# mem_arbiter

Figure 1. Cell classes on the final placement (mem_arbiter).
Fill, decap, tap and diode cells in grey.
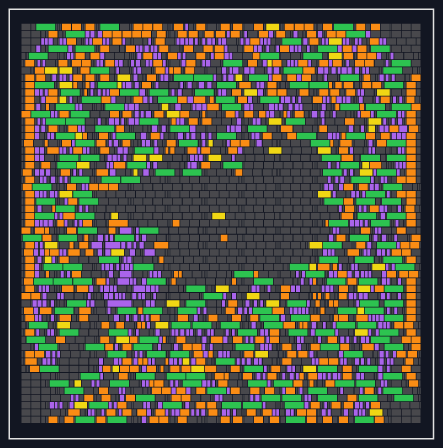

File: src/rtl/mem_arbiter.sv
// ---------------------------------------------------------------------------
// mem_arbiter
//
// Shares one single-ported memory between the instruction-fetch stage and the
// load/store (EX) stage. Only one access is in flight at a time; each access
// walks IDLE -> FETCH/DATA -> RESP -> IDLE. Data accesses normally win
// contention, but a streak counter forces a fetch grant once STARVE_LIMIT
// data grants have been made in a row while a fetch was waiting.
//
// Parameters
//   STARVE_LIMIT  max consecutive data grants while a fetch waits
//
// Ports
//   clk, rst      clock and synchronous active-high reset
//   i_req/i_addr  fetch request and pc (held until i_done)
//   i_flush       branch kill of an outstanding fetch (drops its i_done)
//   i_done        one-cycle fetch completion pulse, i_rdata valid with it
//   d_req/d_we    load/store request (held until d_done), 1 = store
//   d_addr        data address
//   d_wdata       store data
//   d_done        one-cycle data completion pulse, d_rdata valid with it
//   mem_req       registered memory request
//   mem_we        registered memory write enable
//   mem_addr      registered memory address
//   mem_wdata     registered memory write data
//   mem_ready     memory completes the current access this cycle
//   mem_rdata     memory read data, valid with mem_ready
//   stall         pipeline stall while a request waits for its done
// ---------------------------------------------------------------------------
module mem_arbiter #(
    parameter int STARVE_LIMIT = 3
) (
    input  logic        clk,
    input  logic        rst,

    input  logic        i_req,
    input  logic [31:0] i_addr,
    input  logic        i_flush,
    output logic        i_done,
    output logic [31:0] i_rdata,

    input  logic        d_req,
    input  logic        d_we,
    input  logic [31:0] d_addr,
    input  logic [63:0] d_wdata,
    output logic        d_done,
    output logic [63:0] d_rdata,

    output logic        mem_req,
    output logic        mem_we,
    output logic [31:0] mem_addr,
    output logic [63:0] mem_wdata,
    input  logic        mem_ready,
    input  logic [63:0] mem_rdata,

    output logic        stall
);

    localparam logic [1:0] IDLE  = 2'd0;
    localparam logic [1:0] FETCH = 2'd1;
    localparam logic [1:0] DATA  = 2'd2;
    localparam logic [1:0] RESP  = 2'd3;

    // Wide enough to hold STARVE_LIMIT; at least one bit so a limit of 0
    // still elaborates (it then always favours the fetch).
    localparam int STREAK_W = (STARVE_LIMIT < 1) ? 1 : $clog2(STARVE_LIMIT + 1);
    localparam logic [STREAK_W-1:0] STREAK_MAX = STREAK_W'(STARVE_LIMIT);

    logic [1:0]          state;
    logic [STREAK_W-1:0] streak;
    logic                flush_seen;
    logic                i_done_q;
    logic                grant_fetch;
    logic                grant_data;

    // Arbitration decision, only meaningful in IDLE. Data wins unless the
    // fetch has already been passed over STARVE_LIMIT times in a row.
    always_comb begin
        grant_fetch = 1'b0;
        grant_data  = 1'b0;
        if (state == IDLE) begin
            if (d_req && !(i_req && (streak == STREAK_MAX))) begin
                grant_data = 1'b1;
            end else if (i_req) begin
                grant_fetch = 1'b1;
            end
        end
    end

    // Main transaction sequencer. The mem_* outputs are loaded on the grant
    // edge and then left untouched until the memory answers, so the memory
    // sees a stable request for however long it takes.
    always_ff @(posedge clk) begin
        if (rst) begin
            state      <= IDLE;
            streak     <= '0;
            flush_seen <= 1'b0;
            i_done_q   <= 1'b0;
            d_done     <= 1'b0;
            i_rdata    <= '0;
            d_rdata    <= '0;
            mem_req    <= 1'b0;
            mem_we     <= 1'b0;
            mem_addr   <= '0;
            mem_wdata  <= '0;
        end else begin
            case (state)
                IDLE: begin
                    if (grant_data) begin
                        state     <= DATA;
                        mem_req   <= 1'b1;
                        mem_we    <= d_we;
                        mem_addr  <= d_addr;
                        mem_wdata <= d_wdata;
                        // Only data grants that overtake a waiting fetch count.
                        if (i_req && (streak != STREAK_MAX)) begin
                            streak <= streak + STREAK_W'(1);
                        end
                    end else if (grant_fetch) begin
                        state    <= FETCH;
                        mem_req  <= 1'b1;
                        mem_we   <= 1'b0;
                        mem_addr <= i_addr;
                        streak   <= '0;
                    end
                end

                FETCH: begin
                    if (i_flush) begin
                        flush_seen <= 1'b1;
                    end
                    if (mem_ready) begin
                        state    <= RESP;
                        mem_req  <= 1'b0;
                        mem_we   <= 1'b0;
                        i_rdata  <= mem_rdata[31:0];
                        // A flush seen on this very edge counts as well.
                        i_done_q <= !(flush_seen || i_flush);
                    end
                end

                DATA: begin
                    if (mem_ready) begin
                        state   <= RESP;
                        mem_req <= 1'b0;
                        mem_we  <= 1'b0;
                        d_rdata <= mem_rdata;
                        d_done  <= 1'b1;
                    end
                end

                RESP: begin
                    state      <= IDLE;
                    i_done_q   <= 1'b0;
                    d_done     <= 1'b0;
                    flush_seen <= 1'b0;
                end

                default: begin
                    state <= IDLE;
                end
            endcase
        end
    end

    // A flush arriving during the RESP cycle itself must still kill the
    // pulse, so the registered pulse is gated by the live flush input.
    assign i_done = i_done_q && !i_flush;

    // A requester is stalled while its request is up and its own done is not.
    assign stall = (i_req && !i_done) || (d_req && !d_done);

endmodule

File: config.mk
export PLATFORM = sky130hd
export DESIGN_NAME = mem_arbiter
export DESIGN_NICKNAME = d
export VERILOG_FILES = /design/src/rtl/mem_arbiter.sv
export SDC_FILE = /design/constraint.sdc
export NUM_CORES = 1
export LEC_CHECK = 0
export ABC_AREA = 1
export ABC_CLOCK_PERIOD_IN_PS = 1800
export CAP_MARGIN = 25
export CORE_AREA = 4 4 154 156
export CTS_BUF_LIST = sky130_fd_sc_hd__clkbuf_4 sky130_fd_sc_hd__clkbuf_8
export CTS_CLUSTER_DIAMETER = 150
export DETAILED_ROUTE_END_ITERATION = 10
export DIE_AREA = 0 0 158 160
export GPL_ROUTABILITY_DRIVEN = 0
export GPL_TIMING_DRIVEN = 0
export PLACE_DENSITY = 0.7
export SLEW_MARGIN = 20
export SYNTH_ARGS = -nofsm -noshare
export SYNTH_HDL_FRONTEND = slang
export SYNTH_SLANG_ARGS = --single-unit
File: constraint.sdc
create_clock -name clk -period 1.8 [get_ports clk]
set_input_delay 0.27 -clock clk [delete_from_list [all_inputs] [get_ports clk]]
set_output_delay 0.27 -clock clk [all_outputs]
set_load 0.02 [all_outputs]
# moder_intra_nxn

<file path="src/rtl/moder_intra_nxn.sv">
// moder_intra_nxn: NxN intra predictor (vertical, horizontal, DC) streaming one row per handshake.
module moder_intra_nxn #(
  parameter int BLK = 16,
  parameter int BD  = 8
) (
  input  logic                    clk,
  input  logic                    reset,
  input  logic                    start,
  input  logic [1:0]              mode,
  input  logic                    top_avail,
  input  logic                    left_avail,
  input  logic [BLK*BD-1:0]       toppixels,
  input  logic [BLK*BD-1:0]       leftpixels,
  output logic                    out_valid,
  input  logic                    out_ready,
  output logic [BLK*BD-1:0]       out_row,
  output logic [$clog2(BLK)-1:0]  out_rowidx,
  output logic                    out_last,
  output logic                    busy,
  output logic                    done,
  output logic                    err
);
  localparam int CW = $clog2(BLK);
  localparam int AW = BD + CW + 1;
  localparam logic [CW-1:0] LAST = CW'(BLK - 1);
  typedef enum logic [1:0] {IDLE, SUM, OUT} state_t;
  state_t state_q, state_d;
  logic [CW-1:0] cnt_q, cnt_d;
  logic [AW-1:0] acc_q, acc_d;
  logic [1:0] mode_q;
  logic ta_q, la_q, err_q, err_d, done_q, done_d, bad;
  logic [BLK*BD-1:0] tp_q, lp_q, row;
  logic [BD-1:0] dc, lft;
  assign bad = mode == 2'd3 || (mode == 2'd0 && !top_avail) || (mode == 2'd1 && !left_avail);
  assign lft = lp_q[cnt_q*BD +: BD];
  assign dc = ta_q && la_q ? BD'((acc_q + AW'(BLK)) >> (CW + 1)) :
              ta_q || la_q ? BD'((acc_q + AW'(BLK / 2)) >> CW) : BD'(1 << (BD - 1));
  always_comb begin
    state_d = state_q;
    cnt_d = cnt_q;
    acc_d = acc_q;
    err_d = 1'b0;
    done_d = 1'b0;
    case (state_q)
      IDLE: if (start) begin
        err_d = bad;
        state_d = bad ? IDLE : mode == 2'd2 ? SUM : OUT;
        cnt_d = '0;
        acc_d = '0;
      end
      SUM: begin
        acc_d = acc_q + AW'(tp_q[cnt_q*BD +: BD] & {BD{ta_q}}) + AW'(lp_q[cnt_q*BD +: BD] & {BD{la_q}});
        cnt_d = cnt_q + 1'b1;
        state_d = cnt_q == LAST ? OUT : SUM;
      end
      OUT: if (out_ready) begin
        cnt_d = cnt_q + 1'b1;
        state_d = cnt_q == LAST ? IDLE : OUT;
        done_d = cnt_q == LAST;
      end
      default: state_d = IDLE;
    endcase
  end
  always_comb begin
    row = '0;
    for (int c = 0; c < BLK; c++)
      row[c*BD +: BD] = mode_q == 2'd0 ? tp_q[c*BD +: BD] : mode_q == 2'd1 ? lft : dc;
  end
  always_ff @(posedge clk) begin
    if (reset) begin
      state_q <= IDLE;
      cnt_q <= '0;
      acc_q <= '0;
      err_q <= 1'b0;
      done_q <= 1'b0;
    end else begin
      state_q <= state_d;
      cnt_q <= cnt_d;
      acc_q <= acc_d;
      err_q <= err_d;
      done_q <= done_d;
    end
  end
  // Operands are frozen at acceptance so the producer may change them mid-block.
  always_ff @(posedge clk) begin
    if (state_q == IDLE && start) begin
      mode_q <= mode;
      ta_q <= top_avail;
      la_q <= left_avail;
      tp_q <= toppixels;
      lp_q <= leftpixels;
    end
  end
  assign out_valid = state_q == OUT;
  assign out_row = out_valid ? row : '0;
  assign out_rowidx = out_valid ? cnt_q : '0;
  assign out_last = out_valid && cnt_q == LAST;
  assign busy = state_q != IDLE;
  assign done = done_q;
  assign err = err_q;
endmodule

</file>
<file path="config.mk">
export PLATFORM = sky130hd
export DESIGN_NAME = moder_intra_nxn
export DESIGN_NICKNAME = d
export VERILOG_FILES = /design/src/rtl/moder_intra_nxn.sv
export SDC_FILE = /design/constraint.sdc
export NUM_CORES = 1
export LEC_CHECK = 0
export CORE_MARGIN = 1
export CORE_UTILIZATION = 51
export DETAILED_ROUTE_END_ITERATION = 16
export GPL_TIMING_DRIVEN = 0
export PLACE_DENSITY = 0.94
export SYNTH_ARGS = -nofsm -noshare
export SYNTH_HDL_FRONTEND = slang
export SYNTH_SLANG_ARGS = --single-unit
</file>
<file path="constraint.sdc">
create_clock -name clk -period 15.23 [get_ports clk]
set_clock_uncertainty 0.2 [all_clocks]
set_input_delay 3.8075 -clock clk [delete_from_list [all_inputs] [get_ports clk]]
set_output_delay 3.8075 -clock clk [all_outputs]
set_load 0.005 [all_outputs]
</file>
# wb_mem_tester

<file path="config.mk">
export PLATFORM = sky130hd
export DESIGN_NAME = wb_mem_tester
export DESIGN_NICKNAME = d
export VERILOG_FILES = /design/src/rtl/wb_mem_tester.sv
export SDC_FILE = /design/constraint.sdc
export NUM_CORES = 1
export LEC_CHECK = 0
export ABC_CLOCK_PERIOD_IN_PS = 4170
export CORE_UTILIZATION = 40
export CTS_CLUSTER_DIAMETER = 50
export DETAILED_ROUTE_END_ITERATION = 6
export PLACE_DENSITY = 0.66
export SYNTH_ARGS = -nofsm -noshare
export SYNTH_HDL_FRONTEND = slang
export SYNTH_SLANG_ARGS = --single-unit
</file>
<file path="constraint.sdc">
create_clock -name clk_i -period 4.17 [get_ports clk_i]
set_input_delay 0.6255 -clock clk_i [delete_from_list [all_inputs] [get_ports clk_i]]
set_output_delay 0.6255 -clock clk_i [all_outputs]
set_load 0.03 [all_outputs]
</file>
<file path="src/rtl/wb_mem_tester.sv">
// Wishbone pipelined BIST master: writes seed+addr everywhere, reads it back and reports mismatches.
// Two cycles per access with an ideal slave; a stall holds the request, a missing ack aborts after G_TIMEOUT cycles.
module wb_mem_tester #(
  parameter int G_ADDR_SIZE = 8,
  parameter int G_DATA_SIZE = 16,
  parameter int G_TIMEOUT   = 15
) (
  input  logic                   clk_i,
  input  logic                   rst_i,
  input  logic                   start_i,
  input  logic [G_DATA_SIZE-1:0] seed_i,
  output logic                   busy_o,
  output logic                   done_o,
  output logic                   error_o,
  output logic                   timeout_o,
  output logic [G_ADDR_SIZE:0]   err_count_o,
  output logic [G_ADDR_SIZE-1:0] err_addr_o,
  output logic                   wb_cyc_o,
  output logic                   wb_stb_o,
  input  logic                   wb_stall_i,
  input  logic                   wb_ack_i,
  output logic                   wb_we_o,
  output logic [G_ADDR_SIZE-1:0] wb_addr_o,
  output logic [G_DATA_SIZE-1:0] wb_data_o,
  input  logic [G_DATA_SIZE-1:0] wb_data_i
);

  localparam int TW = $clog2(G_TIMEOUT + 1);
  localparam logic [G_ADDR_SIZE:0] CNT_MAX = '1;

  typedef enum logic [2:0] {
    IDLE   = 3'd0,
    WR_REQ = 3'd1,
    WR_ACK = 3'd2,
    RD_REQ = 3'd3,
    RD_ACK = 3'd4,
    FINISH = 3'd5
  } state_t;

  state_t                 state_q, state_d;
  logic [G_ADDR_SIZE-1:0] addr_q, addr_d;
  logic [G_DATA_SIZE-1:0] seed_q, seed_d;
  logic [TW-1:0]          tmo_q, tmo_d;
  logic                   error_q, error_d;
  logic                   timeout_q, timeout_d;
  logic [G_ADDR_SIZE:0]   err_count_q, err_count_d;
  logic [G_ADDR_SIZE-1:0] err_addr_q, err_addr_d;

  logic [G_DATA_SIZE-1:0] pattern;
  logic                   addr_last;
  logic                   ack_expired;

  assign pattern     = seed_q + G_DATA_SIZE'(addr_q);
  assign addr_last   = &addr_q;
  assign ack_expired = (tmo_q == TW'(G_TIMEOUT - 1));

  assign error_o     = error_q;
  assign timeout_o   = timeout_q;
  assign err_count_o = err_count_q;
  assign err_addr_o  = err_addr_q;

  always_ff @(posedge clk_i) begin
    if (rst_i) begin
      state_q     <= IDLE;
      addr_q      <= '0;
      seed_q      <= '0;
      tmo_q       <= '0;
      error_q     <= 1'b0;
      timeout_q   <= 1'b0;
      err_count_q <= '0;
      err_addr_q  <= '0;
    end else begin
      state_q     <= state_d;
      addr_q      <= addr_d;
      seed_q      <= seed_d;
      tmo_q       <= tmo_d;
      error_q     <= error_d;
      timeout_q   <= timeout_d;
      err_count_q <= err_count_d;
      err_addr_q  <= err_addr_d;
    end
  end

  always_comb begin
    state_d     = state_q;
    addr_d      = addr_q;
    seed_d      = seed_q;
    tmo_d       = tmo_q;
    error_d     = error_q;
    timeout_d   = timeout_q;
    err_count_d = err_count_q;
    err_addr_d  = err_addr_q;
    busy_o      = 1'b0;
    done_o      = 1'b0;
    wb_cyc_o    = 1'b0;
    wb_stb_o    = 1'b0;
    wb_we_o     = 1'b0;
    wb_addr_o   = '0;
    wb_data_o   = '0;

    case (state_q)
      IDLE: begin
        if (start_i) begin
          seed_d      = seed_i;
          addr_d      = '0;
          error_d     = 1'b0;
          timeout_d   = 1'b0;
          err_count_d = '0;
          err_addr_d  = '0;
          state_d     = WR_REQ;
        end
      end

      WR_REQ: begin
        busy_o    = 1'b1;
        wb_cyc_o  = 1'b1;
        wb_stb_o  = 1'b1;
        wb_we_o   = 1'b1;
        wb_addr_o = addr_q;
        wb_data_o = pattern;
        if (!wb_stall_i) begin
          tmo_d   = '0;
          state_d = WR_ACK;
        end
      end

      WR_ACK: begin
        busy_o    = 1'b1;
        wb_cyc_o  = 1'b1;
        wb_we_o   = 1'b1;
        wb_addr_o = addr_q;
        wb_data_o = pattern;
        if (wb_ack_i) begin
          addr_d  = addr_q + G_ADDR_SIZE'(1);
          state_d = addr_last ? RD_REQ : WR_REQ;
        end else if (ack_expired) begin
          error_d   = 1'b1;
          timeout_d = 1'b1;
          state_d   = FINISH;
        end else begin
          tmo_d = tmo_q + TW'(1);
        end
      end

      RD_REQ: begin
        busy_o    = 1'b1;
        wb_cyc_o  = 1'b1;
        wb_stb_o  = 1'b1;
        wb_addr_o = addr_q;
        if (!wb_stall_i) begin
          tmo_d   = '0;
          state_d = RD_ACK;
        end
      end

      RD_ACK: begin
        busy_o    = 1'b1;
        wb_cyc_o  = 1'b1;
        wb_addr_o = addr_q;
        if (wb_ack_i) begin
          // Only mismatches bump the count, so a zero count marks the first one of the run.
          if (wb_data_i != pattern) begin
            error_d = 1'b1;
            if (err_count_q == '0) err_addr_d = addr_q;
            if (err_count_q != CNT_MAX) err_count_d = err_count_q + (G_ADDR_SIZE + 1)'(1);
          end
          addr_d  = addr_q + G_ADDR_SIZE'(1);
          state_d = addr_last ? FINISH : RD_REQ;
        end else if (ack_expired) begin
          error_d   = 1'b1;
          timeout_d = 1'b1;
          state_d   = FINISH;
        end else begin
          tmo_d = tmo_q + TW'(1);
        end
      end

      FINISH: begin
        busy_o  = 1'b1;
        done_o  = 1'b1;
        state_d = IDLE;
      end

      default: state_d = IDLE;
    endcase
  end

  a_stb_in_cyc: assert property (@(posedge clk_i) disable iff (rst_i) wb_stb_o |-> wb_cyc_o);
  a_stall_hold: assert property (@(posedge clk_i) disable iff (rst_i)
    (wb_stb_o && wb_stall_i) |=> (wb_stb_o && $stable(wb_addr_o) && $stable(wb_we_o) && $stable(wb_data_o)));

endmodule

</file>
# fetch_sequencer

[config.mk]
export PLATFORM = sky130hd
export DESIGN_NAME = fetch_sequencer
export DESIGN_NICKNAME = d
export VERILOG_FILES = /design/src/rtl/fetch_sequencer_pkg.sv /design/src/rtl/fetch_sequencer.sv
export SDC_FILE = /design/constraint.sdc
export NUM_CORES = 1
export LEC_CHECK = 0
export CAP_MARGIN = 20
export CORE_MARGIN = 2
export CORE_UTILIZATION = 39
export DETAILED_ROUTE_END_ITERATION = 12
export PLACE_DENSITY = 0.78
export SYNTH_ARGS = -nofsm -noshare
export SYNTH_HDL_FRONTEND = slang
export SYNTH_SLANG_ARGS = --single-unit
[constraint.sdc]
create_clock -name clk -period 2.9 [get_ports clk]
set_input_delay 0.435 -clock clk [delete_from_list [all_inputs] [get_ports clk]]
set_output_delay 0.435 -clock clk [all_outputs]
set_load 0.02 [all_outputs]
[src/rtl/fetch_sequencer_pkg.sv]
// Shared types and constants for the fetch/decode/issue sequencer.
// The state encoding and halt opcode live here so the sequencer and its neighbours agree.
package fetch_sequencer_pkg;

  localparam int          ADDR_W_DEF   = 16;
  localparam int          PRED_CNT_DEF = 64;
  localparam int          INSTR_W      = 64;
  localparam int          SQUASH_W     = 16;
  localparam logic [7:0]  OP_HALT_DEF  = 8'hFF;

  typedef enum logic [2:0] {
    ST_IDLE,
    ST_FETCH,
    ST_WAIT,
    ST_DECODE,
    ST_EVAL,
    ST_ISSUE,
    ST_HALT
  } state_e;

  // Counter that sticks at all-ones instead of wrapping.
  function automatic logic [SQUASH_W-1:0] sat_inc(input logic [SQUASH_W-1:0] v);
    return (v == {SQUASH_W{1'b1}}) ? v : v + SQUASH_W'(1);
  endfunction

endpackage

[src/rtl/fetch_sequencer.sv]
// Sequences one instruction at a time through fetch, decode, predicate screening and issue.
// Owns the PC; every output is a flop decoded from the next state.
module fetch_sequencer
  import fetch_sequencer_pkg::*;
#(
  parameter int         ADDR_W   = ADDR_W_DEF,
  parameter int         PRED_CNT = PRED_CNT_DEF,
  parameter logic [7:0] OP_HALT  = OP_HALT_DEF
) (
  input  logic                clk,
  input  logic                rst,
  input  logic                start,
  input  logic [ADDR_W-1:0]   pc_start,
  output logic                mem_req,
  output logic [ADDR_W-1:0]   mem_addr,
  input  logic [INSTR_W-1:0]  mem_rdata,
  input  logic                mem_ready,
  output logic                decode_enable,
  output logic [INSTR_W-1:0]  instruction_data,
  input  logic [7:0]          opcode,
  input  logic [5:0]          predicate,
  input  logic [PRED_CNT-1:0] pred_file,
  output logic                issue_valid,
  input  logic                issue_ready,
  input  logic                redirect_valid,
  input  logic [ADDR_W-1:0]   redirect_pc,
  output logic [ADDR_W-1:0]   pc_out,
  output logic                busy,
  output logic                halted,
  output logic [SQUASH_W-1:0] squash_count
);

  state_e                state_q, state_d;
  logic [ADDR_W-1:0]     pc_q, pc_d;
  logic                  discard_q, discard_d;
  logic [INSTR_W-1:0]    instr_q, instr_d;
  logic [SQUASH_W-1:0]   squash_q, squash_d;
  logic                  mem_req_q, mem_req_d;
  logic [ADDR_W-1:0]     mem_addr_q, mem_addr_d;
  logic                  decode_enable_q, decode_enable_d;
  logic                  issue_valid_q, issue_valid_d;
  logic                  busy_q, busy_d;
  logic                  halted_q, halted_d;
  logic [ADDR_W-1:0]     pc_inc;

  always_comb begin
    state_d   = state_q;
    pc_d      = pc_q;
    discard_d = discard_q;
    instr_d   = instr_q;
    squash_d  = squash_q;
    pc_inc    = pc_q + ADDR_W'(1);

    case (state_q)
      ST_IDLE, ST_HALT: begin
        if (start) begin
          state_d = ST_FETCH;
          pc_d    = pc_start;
        end
      end
      ST_FETCH: begin
        if (redirect_valid) pc_d    = redirect_pc;
        else                state_d = ST_WAIT;
      end
      // A live request is never abandoned: a redirect only marks its reply for dropping.
      ST_WAIT: begin
        if (redirect_valid) begin
          pc_d = redirect_pc;
          if (mem_ready) begin
            discard_d = 1'b0;
            state_d   = ST_FETCH;
          end else begin
            discard_d = 1'b1;
          end
        end else if (mem_ready) begin
          if (discard_q) begin
            discard_d = 1'b0;
            state_d   = ST_FETCH;
          end else begin
            instr_d = mem_rdata;
            state_d = ST_DECODE;
          end
        end
      end
      ST_DECODE: begin
        if (redirect_valid) begin
          pc_d    = redirect_pc;
          state_d = ST_FETCH;
        end else begin
          state_d = ST_EVAL;
        end
      end
      ST_EVAL: begin
        if (redirect_valid) begin
          pc_d    = redirect_pc;
          state_d = ST_FETCH;
        end else if (opcode == OP_HALT) begin
          state_d = ST_HALT;
        end else if (!pred_file[predicate]) begin
          squash_d = sat_inc(squash_q);
          pc_d     = pc_inc;
          state_d  = ST_FETCH;
        end else begin
          state_d = ST_ISSUE;
        end
      end
      // A same-cycle handshake still retires the instruction, but the redirect target wins.
      ST_ISSUE: begin
        if (redirect_valid) begin
          pc_d    = redirect_pc;
          state_d = ST_FETCH;
        end else if (issue_ready) begin
          pc_d    = pc_inc;
          state_d = ST_FETCH;
        end
      end
      default: state_d = ST_IDLE;
    endcase

    mem_req_d       = (state_d == ST_FETCH) || (state_d == ST_WAIT);
    mem_addr_d      = mem_req_d ? pc_d : '0;
    decode_enable_d = (state_d == ST_DECODE);
    issue_valid_d   = (state_d == ST_ISSUE);
    halted_d        = (state_d == ST_HALT);
    busy_d          = !((state_d == ST_IDLE) || (state_d == ST_HALT));
  end

  always_ff @(posedge clk) begin
    if (rst) begin
      state_q         <= ST_IDLE;
      pc_q            <= '0;
      discard_q       <= 1'b0;
      instr_q         <= '0;
      squash_q        <= '0;
      mem_req_q       <= 1'b0;
      mem_addr_q      <= '0;
      decode_enable_q <= 1'b0;
      issue_valid_q   <= 1'b0;
      busy_q          <= 1'b0;
      halted_q        <= 1'b0;
    end else begin
      state_q         <= state_d;
      pc_q            <= pc_d;
      discard_q       <= discard_d;
      instr_q         <= instr_d;
      squash_q        <= squash_d;
      mem_req_q       <= mem_req_d;
      mem_addr_q      <= mem_addr_d;
      decode_enable_q <= decode_enable_d;
      issue_valid_q   <= issue_valid_d;
      busy_q          <= busy_d;
      halted_q        <= halted_d;
    end
  end

  assign mem_req          = mem_req_q;
  assign mem_addr         = mem_addr_q;
  assign decode_enable    = decode_enable_q;
  assign instruction_data = instr_q;
  assign issue_valid      = issue_valid_q;
  assign pc_out           = pc_q;
  assign busy             = busy_q;
  assign halted           = halted_q;
  assign squash_count     = squash_q;

endmodule
# fcpu_cdb_arbiter

==> config.mk <==
export PLATFORM = sky130hd
export DESIGN_NAME = fcpu_cdb_arbiter
export DESIGN_NICKNAME = d
export VERILOG_FILES = /design/src/rtl/fcpu_cdb_arbiter_pkg.sv /design/src/rtl/fcpu_cdb_arbiter_rr_pick.sv /design/src/rtl/fcpu_cdb_arbiter.sv
export SDC_FILE = /design/constraint.sdc
export NUM_CORES = 1
export LEC_CHECK = 0
export CORE_UTILIZATION = 43
export CTS_CLUSTER_DIAMETER = 40
export CTS_CLUSTER_SIZE = 25
export DETAILED_ROUTE_END_ITERATION = 7
export PLACE_DENSITY_LB_ADDON = 0.05
export SLEW_MARGIN = 10
export SYNTH_ARGS = -nofsm -noshare
export SYNTH_HDL_FRONTEND = slang
export SYNTH_SLANG_ARGS = --single-unit
==> constraint.sdc <==
create_clock -name clk -period 4.99 [get_ports clk]
set_clock_uncertainty 0.1 [all_clocks]
set_input_delay 0.7485 -clock clk [delete_from_list [all_inputs] [get_ports clk]]
set_output_delay 0.7485 -clock clk [all_outputs]
set_load 0.01 [all_outputs]
==> src/rtl/fcpu_cdb_arbiter_pkg.sv <==
// Shared widths and the common-data-bus payload type.
// Used by fcpu_cdb_arbiter and its round-robin picker.
package fcpu_cdb_arbiter_pkg;

  localparam int RSV_ID_W = 5;
  localparam int DATA_W   = 32;
  localparam int CDB_W    = RSV_ID_W + DATA_W;

  typedef struct packed {
    logic [RSV_ID_W-1:0] tag;
    logic [DATA_W-1:0]   data;
  } cdb_t;

endpackage

==> src/rtl/fcpu_cdb_arbiter_rr_pick.sv <==
// fcpu_rr_pick: first set request at or after ptr, wrapping.
// Returns a one-hot grant, its index and an any-grant flag.
module fcpu_rr_pick #(
  parameter int N = 4,
  localparam int PW = (N > 1) ? $clog2(N) : 1
) (
  input  logic [N-1:0]  req_i,
  input  logic [PW-1:0] ptr_i,
  output logic [N-1:0]  gnt_o,
  output logic [PW-1:0] idx_o,
  output logic          any_o
);

  int j;

  always_comb begin
    gnt_o = '0;
    idx_o = '0;
    any_o = 1'b0;
    j     = 0;
    for (int k = 0; k < N; k++) begin
      j = int'(ptr_i) + k;
      if (j >= N) j = j - N;
      if (!any_o && req_i[j[PW-1:0]]) begin
        any_o             = 1'b1;
        gnt_o[j[PW-1:0]]  = 1'b1;
        idx_o             = j[PW-1:0];
      end
    end
  end

endmodule

==> src/rtl/fcpu_cdb_arbiter.sv <==
// Common data bus arbiter: round-robin grant, registered broadcast.
// FCPU_CDB_FIXED_PRIO_EN selects lowest-index priority instead.
module fcpu_cdb_arbiter
  import fcpu_cdb_arbiter_pkg::*;
#(
  parameter int N_REQ = 4
) (
  input  logic                              clk,
  input  logic                              rst,
  input  logic                              flush,
  input  logic [N_REQ-1:0]                  req_valid,
  input  logic [N_REQ-1:0][RSV_ID_W-1:0]    req_tag,
  input  logic [N_REQ-1:0][DATA_W-1:0]      req_data,
  output logic [N_REQ-1:0]                  req_ready,
  output logic                              cdb_valid,
  output logic [RSV_ID_W-1:0]               cdb_tag,
  output logic [DATA_W-1:0]                 cdb_data
);

  localparam int PW = $clog2(N_REQ);

  cdb_t [N_REQ-1:0] payload;
  logic [N_REQ-1:0] pick_gnt;
  logic [PW-1:0]    pick_idx;
  logic             pick_any;
  logic [PW-1:0]    ptr;
  logic             grant_en;
  logic             any_gnt;

  cdb_t cdb_q, cdb_d;
  logic cdb_valid_q, cdb_valid_d;

  always_comb begin
    for (int i = 0; i < N_REQ; i++) begin
      payload[i].tag  = req_tag[i];
      payload[i].data = req_data[i];
    end
  end

  fcpu_rr_pick #(.N(N_REQ)) u_pick (
    .req_i (req_valid),
    .ptr_i (ptr),
    .gnt_o (pick_gnt),
    .idx_o (pick_idx),
    .any_o (pick_any)
  );

  // Reset and flush both suppress the grant outright.
  assign grant_en  = !rst && !flush;
  assign req_ready = grant_en ? pick_gnt : '0;
  assign any_gnt   = grant_en && pick_any;

`ifdef FCPU_CDB_FIXED_PRIO_EN
  assign ptr = '0;
`else
  localparam logic [PW-1:0] LAST = PW'(N_REQ - 1);

  logic [PW-1:0] ptr_q, ptr_d;

  always_comb begin
    ptr_d = ptr_q;
    if (any_gnt)
      ptr_d = (pick_idx == LAST) ? '0 : pick_idx + 1'b1;
  end

  always_ff @(posedge clk) begin
    if (rst) ptr_q <= '0;
    else     ptr_q <= ptr_d;
  end

  assign ptr = ptr_q;
`endif

  always_comb begin
    cdb_valid_d = any_gnt;
    cdb_d       = any_gnt ? payload[pick_idx] : cdb_q;
  end

  always_ff @(posedge clk) begin
    if (rst) begin
      cdb_valid_q <= 1'b0;
      cdb_q       <= '0;
    end else begin
      cdb_valid_q <= cdb_valid_d;
      cdb_q       <= cdb_d;
    end
  end

  assign cdb_valid = cdb_valid_q;
  assign cdb_tag   = cdb_q.tag;
  assign cdb_data  = cdb_q.data;

endmodule


==> notes/layouts.md <==
Pictures saved along the way, in no particular order.

Placed standard cells.
panel A
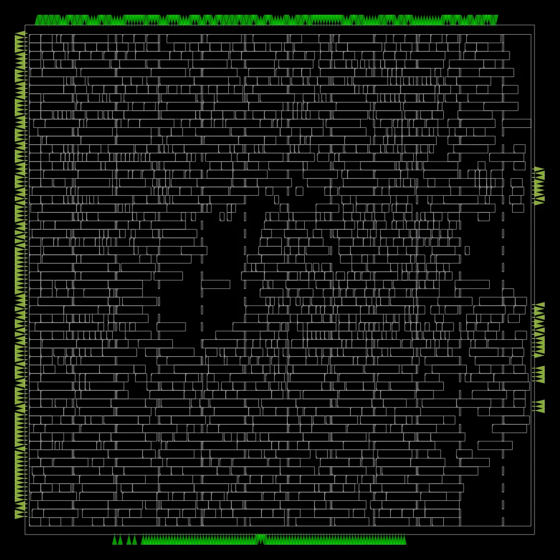
panel B
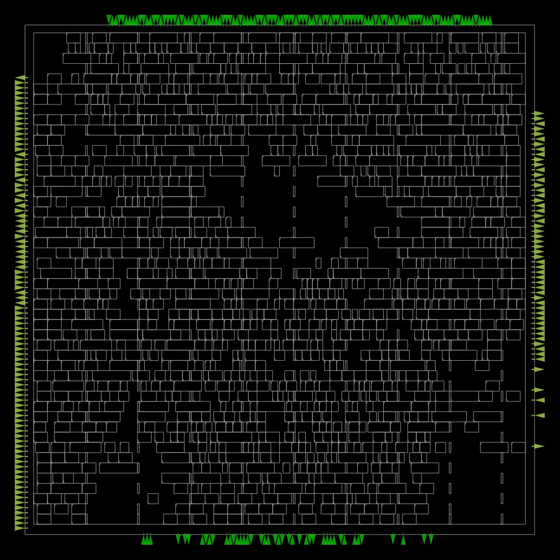
panel C
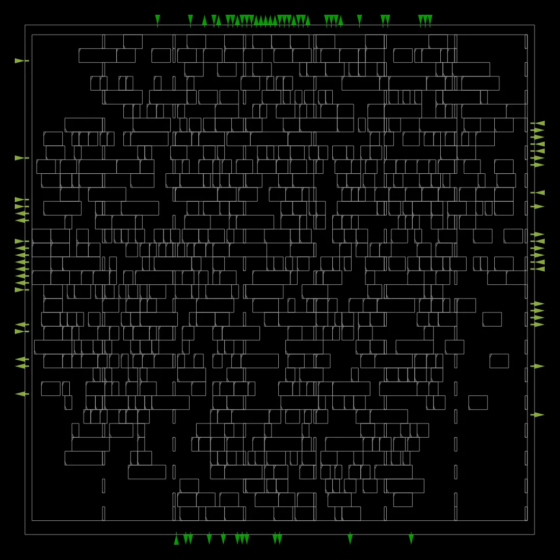
panel D
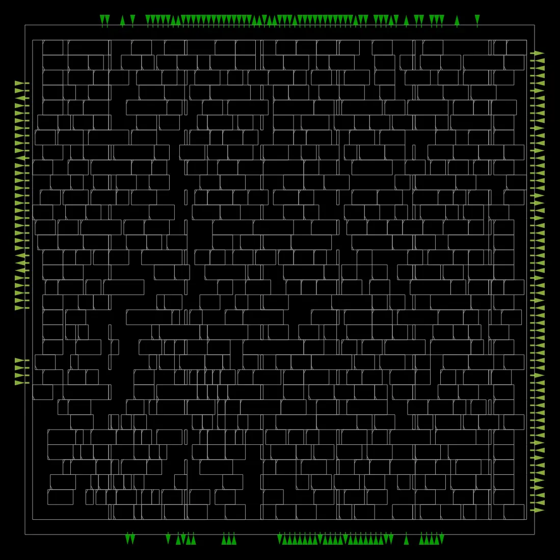
panel E
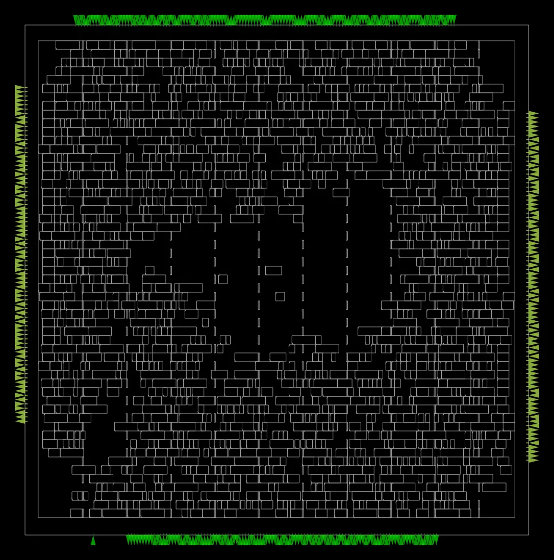
Panel B is fetch_sequencer.
Panel D is fcpu_cdb_arbiter.
Panel A is moder_intra_nxn.
Panel C is wb_mem_tester.
Panel E is mem_arbiter.
Of these, most sequential cells: panel A
Of these, fewest sequential cells: panel D

Figure 2. M3 wires (moder_intra_nxn).
The bar under the picture is 50 um long.
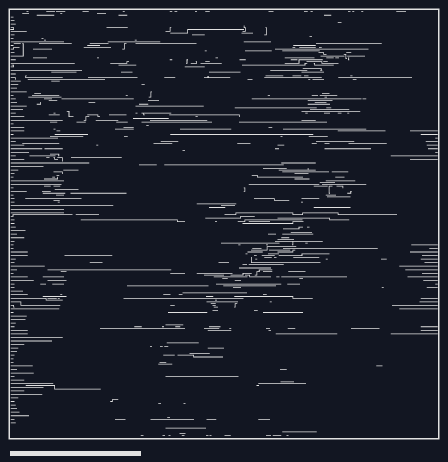
The layer carries 3960 um of wire. The layer holds 8.9% of the routed length. 379 nets have wire on it. The longest straight run is 54.3 um.
DR vias: 10600
Post-Route WL: 44300 um
met3 usage: 7.01%

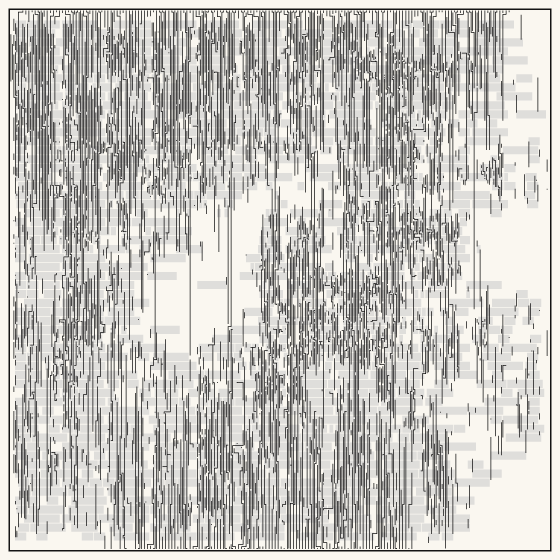
Figure 3: moder_intra_nxn, the metal 2 layer.
1520 nets have wire on it. The wires run mostly vertical. The longest straight run is 74.6 um. The layer carries 21.5 mm of wire.
met2 usage: 53.0%

==> impl_metrics.yaml, moder_intra_nxn <==
# implementation run metrics
status:
  status: "finished, final reports clean"
critical_path:
  cp_cell_sequence: "buf_2 > buf_1 > mux2i_1 > a221oi_1 > o21ai_1 > buf_2 > nor2_1 > clkdlybuf4s50_1"
  end_kind: "output port"
  cp.arrival_ps: 4410
  crit_path_frequent_cell: "buf_2"
  worstPathRequired_ps: 11220
  cpLargestDelayFamily: "buffers and inverters"
  rr_worst_depth: 13
flow_run:
  cap_violations: 0
logic_synthesis:
  ys_area_sq_mm: 0.0133
  synth.logic.top_family: "multiplexers"
floorplan:
  ios: 401
  coreArea_sq_mm: 0.0254
hold_path:
  min_path_type: "flop to flop"
sta:
  fin_ws_ps: 6820
clock_tree:
  clk_transition_reported_paths_ps: 60
  htreeDepth: 1
detailed_routing:
  drc: 0
==> moder_intra_nxn: metal layers <==
| metal | GRT usage (%) | part of all wire [%] | vias up |
|---|---|---|---|
| li1 | - | - | 4494 |
| met3 | 7.01 | 8.9 | 186 |
| met2 | 53.0 | 49 | 773 |
| met1 | 39.9 | 36 | 5135 |
| met4 | 20.5 | 6.9 | 0 |
| met5 | 0 | 0 | - |
==> moder_intra_nxn: where the power goes <==
part	switching, uW	total (uW)	internal (uW)
clock	307	747	440
combinational	174	351	177
sequential	33.1	965	932
total	515	2060	1550
==> moder_intra_nxn: area by class of cell <==
cell class / count / area [sq um]
diodes: 3 / 7.51
plain buffers: 63 / 343
clock buffers: 41 / 812
clock inverters: 15 / 185
fillers: 1592 / 6640
inverters: 12 / 52.6
multi-input cells: 581 / 4690
flip-flops and latches: 281 / 8230
well taps: 330 / 413
repair buffers: 401 / 4030
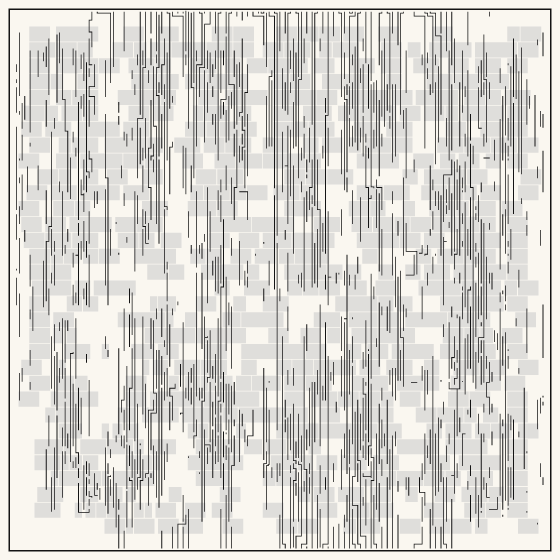
Figure 4: fcpu_cdb_arbiter, the metal 2 layer.
The layer carries 5800 um of wire. The layer holds 50% of the routed length.
Post-Route WL: 11600 um
DR vias: 3680
met2 usage: 46.4%

==> impl_metrics.yaml, fcpu_cdb_arbiter <==
# implementation run metrics
hold_path:
  hold_path.startpoint: "cdb_tag[3]$_SDFFE_PP0P_"
  min_path_type: "flop to flop"
critical_path:
  slowest_stage: "dfxtp_1"
  crit_path_max_fanout: 20
  cpLargestDelayFamily: "flip-flops"
  criticalPathCategory: "flop to output port"
  cp.arrival_ps: 3730
status:
  status: "finished, final reports clean"
pwr:
  vdd.ir_drop.worst_uv: 290
  comb_power_share_pct: 67.1
  pwr-share-clk_pct: 11.0
  internal_power_uw: 1380
layout:
  instances_no_fill: 635
  seq_share_pct: 14.5
  largestClassByArea: "logic gates"
  fin_util_pct: 70.9
  nets: 694
  clkCellAreaFrac_pct: 2.01
  final_area_sq_mm: 0.00554
  diodes: 0
  lay_top_count: "clkdlybuf4s50_1"
  nonClkBufAreaFrac_pct: 37.2
  inverters: 4
  n_all_buffers: 206
detailed_routing:
  drc: 0
  drtIter0Drc: 139
logic_synthesis:
  syn_area_sq_mm: 0.00352
  synthFlopType: "dfxtp_1"
  common_cells: "o211ai_2 (66), a22oi_1 (63), dfxtp_1 (40)"
  synth-edff-count: 0
floorplan:
  nWellTaps: 102
  die_w_um: 92.5
  die_height_um: 92.5
placed_design:
  gp_congestion: 0.843
  place_ws_ps: 793
  portBuffers: 196
sta:
  fin_ws_ps: 410
  min_period_ps: 4580
flow_run:
  warning_count: 32
clock_tree:
  tritoncts: "built"
  cts-resized-gates: 0
  cts.sinks: 40
  clock_latency_ps: 290
global_routing:
  grt_pass1_wl_um: 18000
-- fcpu_cdb_arbiter: registers in the layout, indices dropped and copies added, names as in the netlist --
register,count
cdb_data,32
ptr,2
cdb_valid,1
cdb_tag,5
-- fcpu_cdb_arbiter: cell families after synthesis --
kind of cell | share of synthesized area, %
buffers and inverters | 9.09
flip-flops | 22.7
XOR/XNOR | 0.249
adder cells (fa/ha/maj) | 2.49
AND-OR/OR-AND | 49.3
AND/OR/NAND/NOR | 12.7
multiplexers | 3.48
-- fcpu_cdb_arbiter: per-layer routing --
metal	GRT usage, %	routed length, um	up-vias
met5	0	0	-
met1	31.1	4580	1737
li1	-	-	1760
met3	5.67	802	28
met4	11.5	431	0
met2	46.4	5800	155
-- fcpu_cdb_arbiter: worst min-delay path, stage by stage, from the launching register on --
cell,delay (ps)
dfxtp_1,360
a32oi_1,60
o21ai_1,60
-- fcpu_cdb_arbiter: path summary, 6_finish.rpt --
path,cells past startpoint,endpoint
setup reg to reg,8,cdb_data[3]$_SDFFE_PP0P_
setup / recovery,9,req_ready[3]
hold reg to reg,2,cdb_tag[3]$_SDFFE_PP0P_
hold / removal,2,cdb_tag[3]$_SDFFE_PP0P_
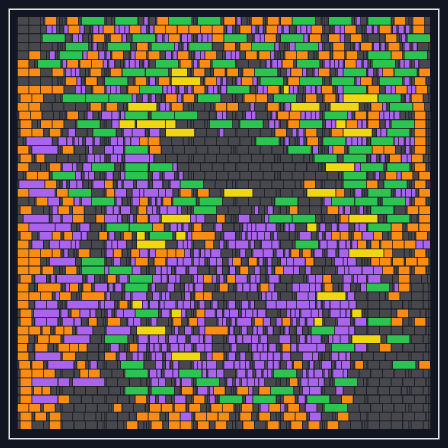
Figure 5: fetch_sequencer, cell classes on the final placement.
Fill, decap, tap and diode cells in grey.
Key: purple = remaining logic cells [cells 676]; green = registers [cells 121]; yellow = clock drivers and dummy loads [cells 31]; orange = remaining buffers and delay cells [cells 375]
Finished Cell Area: 0.0110 sq mm
Site Rows: 48
flop share of the area: 22.0%

==> impl_metrics.yaml, fetch_sequencer <==
# implementation run metrics
pwr:
  powerDensity_mw_per_mm2: 458
  vdd.ir_drop.worst_uv: 457
placed_design:
  gp_congestion: 0.992
  place_ws_ps: -600
critical_path:
  crit_path_max_fanout: 7
  cp-endpoint: "mem_addr[8]$_SDFF_PP0_"
  slowest_stage: "mux4_2"
detailed_routing:
  drt-wirelength-per-cell_um: 18.0
status:
  status: "finished, final reports clean"
logic_synthesis:
  synthCells: 864
  ys_sh_simple_pct: 28.4
sta:
  finalSetupTns_ps: 0
  maxSlewHeadroom_pct: 54.2
  fmax_mhz: 356
clock_tree:
  clock_latency_ps: 420
hold_path:
  hold_path.startpoint: "rst"
-- fetch_sequencer: final cells by class --
cell class	count	area (sq um)	area share [%]
clock inverter	12	141	1.29
sequential	121	2420	22.0
inverter	17	63.8	0.580
timing repair buffer	375	3620	32.9
tap	225	282	2.56
multi-input combinational	659	4010	36.5
clock buffer	19	453	4.12
-- fetch_sequencer: cell usage after synthesis (5+ instances only) --
cell	instances
a211oi_1	9
a21oi_1	102
a31oi_1	13
and2_1	7
and3_1	12
and4_1	6
buf_1	5
buf_2	6
clkbuf_1	53
dfxtp_1	121
inv_1	17
mux2i_1	20
mux4_2	14
nand2_1	178
nand2b_1	12
nand3_1	33
nand3b_1	5
nand4_1	11
nor2_1	54
nor2b_1	13
nor3_1	20
nor3b_1	5
nor4_1	12
o21ai_0	20
o22ai_1	6
or3_1	7
or4_1	8
xnor2_1	5
xor2_1	6
-- fetch_sequencer: state kept, by name (all words and copies together), names as in the netlist --
register	count
pc_out	16
issue_valid	1
squash_count	16
mem_addr	16
instruction_data	64
decode_enable	1
mem_req	1
busy	1
state_q	3
discard_q	1
halted	1
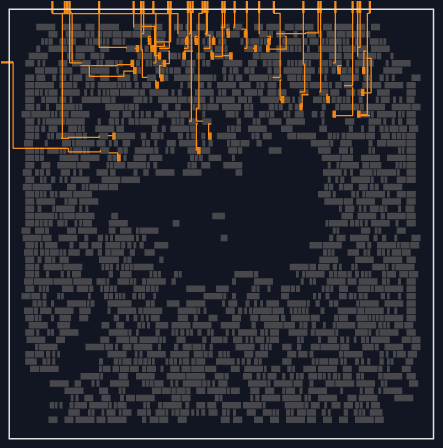
Figure 6: mem_arbiter, wires at chosen ports, followed through buffers.
Key: orange = `d_addr` [bits 32, direction input, edge 31 top, 1 left, end cells 32, buffers 32, wire 1020 um]
Buffers on Ports: 395
I/O pin total: 396

About Figure 1:
Key: purple = remaining logic cells [cells 740]; green = registers [cells 201]; orange = remaining buffers and delay cells [cells 464]; yellow = clock drivers and dummy loads [cells 57]
Final Util: 56.8%
Site Rows: 55
Finished Cell Area: 0.0127 sq mm
flop share of the area: 31.7%

==> impl_metrics.yaml, mem_arbiter <==
# implementation run metrics
clock_tree:
  cts.sinks: 201
  htreeDepth: 2
logic_synthesis:
  syn_area_sq_mm: 0.00755
  ys_cells: 1008
  yosysTopAreaCell: "dfxtp_1"
  ys_sh_aoi_pct: 12.0
  numSynthFlops: 201
  ys_area_sq_mm: 0.00755
  ys_warn_count: 0
detailed_routing:
  vias: 8041
  viasPerCell: 4.60
  drc: 0
layout:
  reg_top3: "d_rdata (64), mem_wdata (64)"
  seq_area_sq_mm: 0.00403
  largestClassByArea: "non-clock buffers"
  n_all_buffers: 464
  sh_comb_area_pct: 24.3
  seq_cell_count: 201
floorplan:
  fp_util_pct: 33.7
  die_w_um: 158
  coreArea_sq_mm: 0.0224
  die-area_sq_mm: 0.0253
sta:
  hold_viol_final: 0
critical_path:
  critPathMaxStageDelay_ps: 650
  rrSetupSlack_ps: 100
  slowest_stage: "clkdlybuf4s50_1"
hold_path:
  hold_path.startpoint: "i_req"
  hold_path_end: "streak[0]$_SDFFE_PP0P_"
pwr:
  power_uw: 18900
flow_run:
  warning_count: 29
status:
  status: "finished, final reports clean"
mem_arbiter: timing repair:
item                                    4_1_cts  5_1_grt
resized                                      24       97
buffers inserted                              2        1
endpoints found under the setup margin      171      203
pin swaps                                     1        1
cloned                                        0        0
mem_arbiter: placed cells by master, fill, tap and decap left out, types with 3 or more instances in the layout:
cell type	count
nand3_1	68
o21ai_0	156
nand2_1	77
dlygate4sd2_1	14
dlymetal6s2s_1	30
inv_1	46
nor2_1	326
clkbuf_1	18
ha_1	4
clkbuf_4	19
buf_2	9
clkinv_2	4
clkdlybuf4s50_1	350
clkbuf_2	28
clkbuf_8	40
or2_2	32
nand2_2	3
a21oi_1	9
buf_4	4
o21ai_1	10
dfxtp_1	199
mem_arbiter: report_power, final:
part           switching, uW  internal, uW  total [uW]
logic                   4690          3790        8480
registers                598          5700        6300
clock network           1800          2280        4080
total                   7080         11800       18900
mem_arbiter: per-stage QoR:
step           util (%)  cells  hold slack (ps)  setup TNS (ps)
2_1_floorplan         -   1008              339               0
3_3_place_gp       53.0   1688              455          -45910
3_5_place_dp       53.0   1688              459          -48690
4_1_cts            56.1   1747              266               0
5_1_grt            56.8   1747              298               0
6_report           56.8   1747              318               0
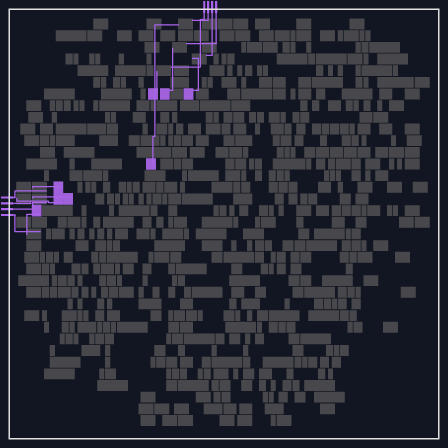
Figure 7: wb_mem_tester, wires at chosen ports, followed through buffers.
Key: purple = `wb_addr_o` [bits 8, direction output, edge 4 left, 4 top, end cells 8, buffers 8, wire 188 um]
Buffers on Ports: 84
I/O pin total: 85

==> impl_metrics.yaml, wb_mem_tester <==
# implementation run metrics
floorplan:
  die-area_sq_mm: 0.00997
  placement_rows: 35
  die_w_um: 99.8
layout:
  area_growth_pct: 27.1
  nFillCells: 906
  largestClassByArea: "logic gates"
  nonClkBufAreaFrac_pct: 18.7
logic_synthesis:
  common_cells: "nand2_1 (83), nor2_1 (61), a21oi_1 (55)"
  floorplan.nets: 589
  synth_area_per_cell_sq_um: 7.13
  async_flop_share_pct: 0
  area_leaders: "dfxtp_1 (26%), nand2_1 (8.1%), a21oi_1 (7.2%)"
  ys_area_sq_mm: 0.00383
critical_path:
  slowest_stage: "clkdlybuf4s50_1"
  startpoint_type: "flop"
  cpLargestDelayFamily: "buffers and inverters"
  rr_endpoint: "err_addr_o[7]$_SDFFE_PP0P_"
  critical_path_buf_inv_count: 2
  rr_startpoint: "addr_q[0]$_SDFFE_PP0P_"
  worstPathRequired_ps: 3540
  rr_worst_depth: 14
  cp-endpoint: "wb_data_o[14]"
  cp_cell_sequence: "ha_1 > inv_1 > fa_1 > nand2b_1 > a21boi_1 > o21ai_1 > nor3_2 > xnor2_1 > nor2_1 > clkdlybuf4s50_1"
global_routing:
  grt_max_degree: 35
  overflow: 0
  grt_pass1_vias: 3806
pwr:
  power_clock_uw: 311
  p_leak_uw: 0.00172
  switching_share_pct: 33.0
  top_power_group: "sequential cells"
placed_design:
  gp_congestion: 0.939
  placed_area_sq_mm: 0.00477
sta:
  min_period_ps: 3970
  drv_slew: 0
  maxSlewHeadroom_pct: 54.5
  worst_pin_slew_ps: 681
detailed_routing:
  drc: 0
  drtIter0Drc: 227
  routed_wl_um: 11300
status:
  status: "finished, final reports clean"
flow_run:
  cap_violations: 0
hold_path:
  min_path_type: "flop to flop"
-- wb_mem_tester: what timing repair did --
| item | in CTS | in global routing |
|---|---|---|
| setup endpoints to repair | 0 | 1 |
| hold buffers | 0 | 0 |
| gates resized | 0 | 1 |
| buffers inserted | 0 | 0 |
-- wb_mem_tester: routing by layer --
layer	share of wire (%)	global-route usage, %	wire (um)	up-vias
li1	-	-	-	2030
met1	47	32.4	5290	1959
met4	1.2	4.86	140	0
met5	0	0	0	-
met2	46	36.8	5200	140
met3	5.8	2.79	654	10
-- wb_mem_tester: metrics by stage --
stage | utilization (%) | instances | setup WS, ps | hold WS (ps) | total power, uW
2_1_floorplan | - | 537 | 879 | 440 | 698
3_3_place_gp | 51.6 | 726 | 656 | 447 | 805
3_5_place_dp | 51.6 | 726 | 508 | 457 | 807
4_1_cts | 52.6 | 734 | 162 | 471 | 1110
5_1_grt | 52.7 | 734 | 9.18 | 485 | 1160
6_report | 52.7 | 734 | 198 | 472 | 1110
-- wb_mem_tester: kinds of logic after synthesis --
group,share of synthesized area (%)
flip-flops,26.1
AND/OR/NAND/NOR,32.9
AND-OR/OR-AND,21.4
XOR/XNOR,8.53
adder cells (fa/ha/maj),5.10
multiplexers,0.294
buffers and inverters,5.62


==> gallery <==
Cell classes on the final placement.
Fill, decap, tap and diode cells in grey.
(a)
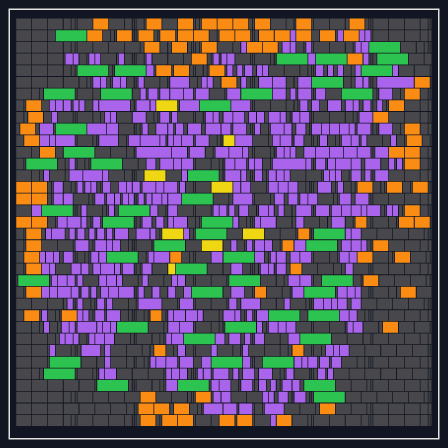
(b)
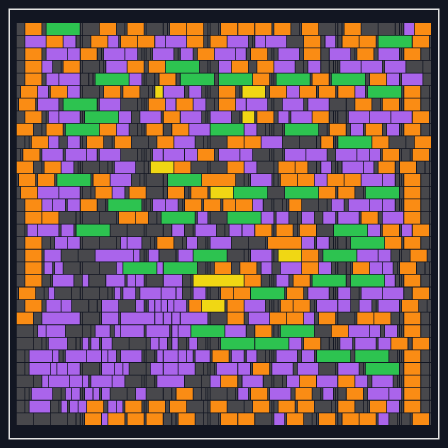
(c)
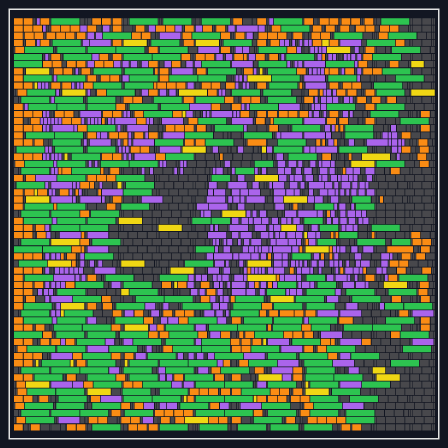
(b) is fcpu_cdb_arbiter.
(a) is wb_mem_tester.
(c) is moder_intra_nxn.

Power and IR drop assume default switching activity.
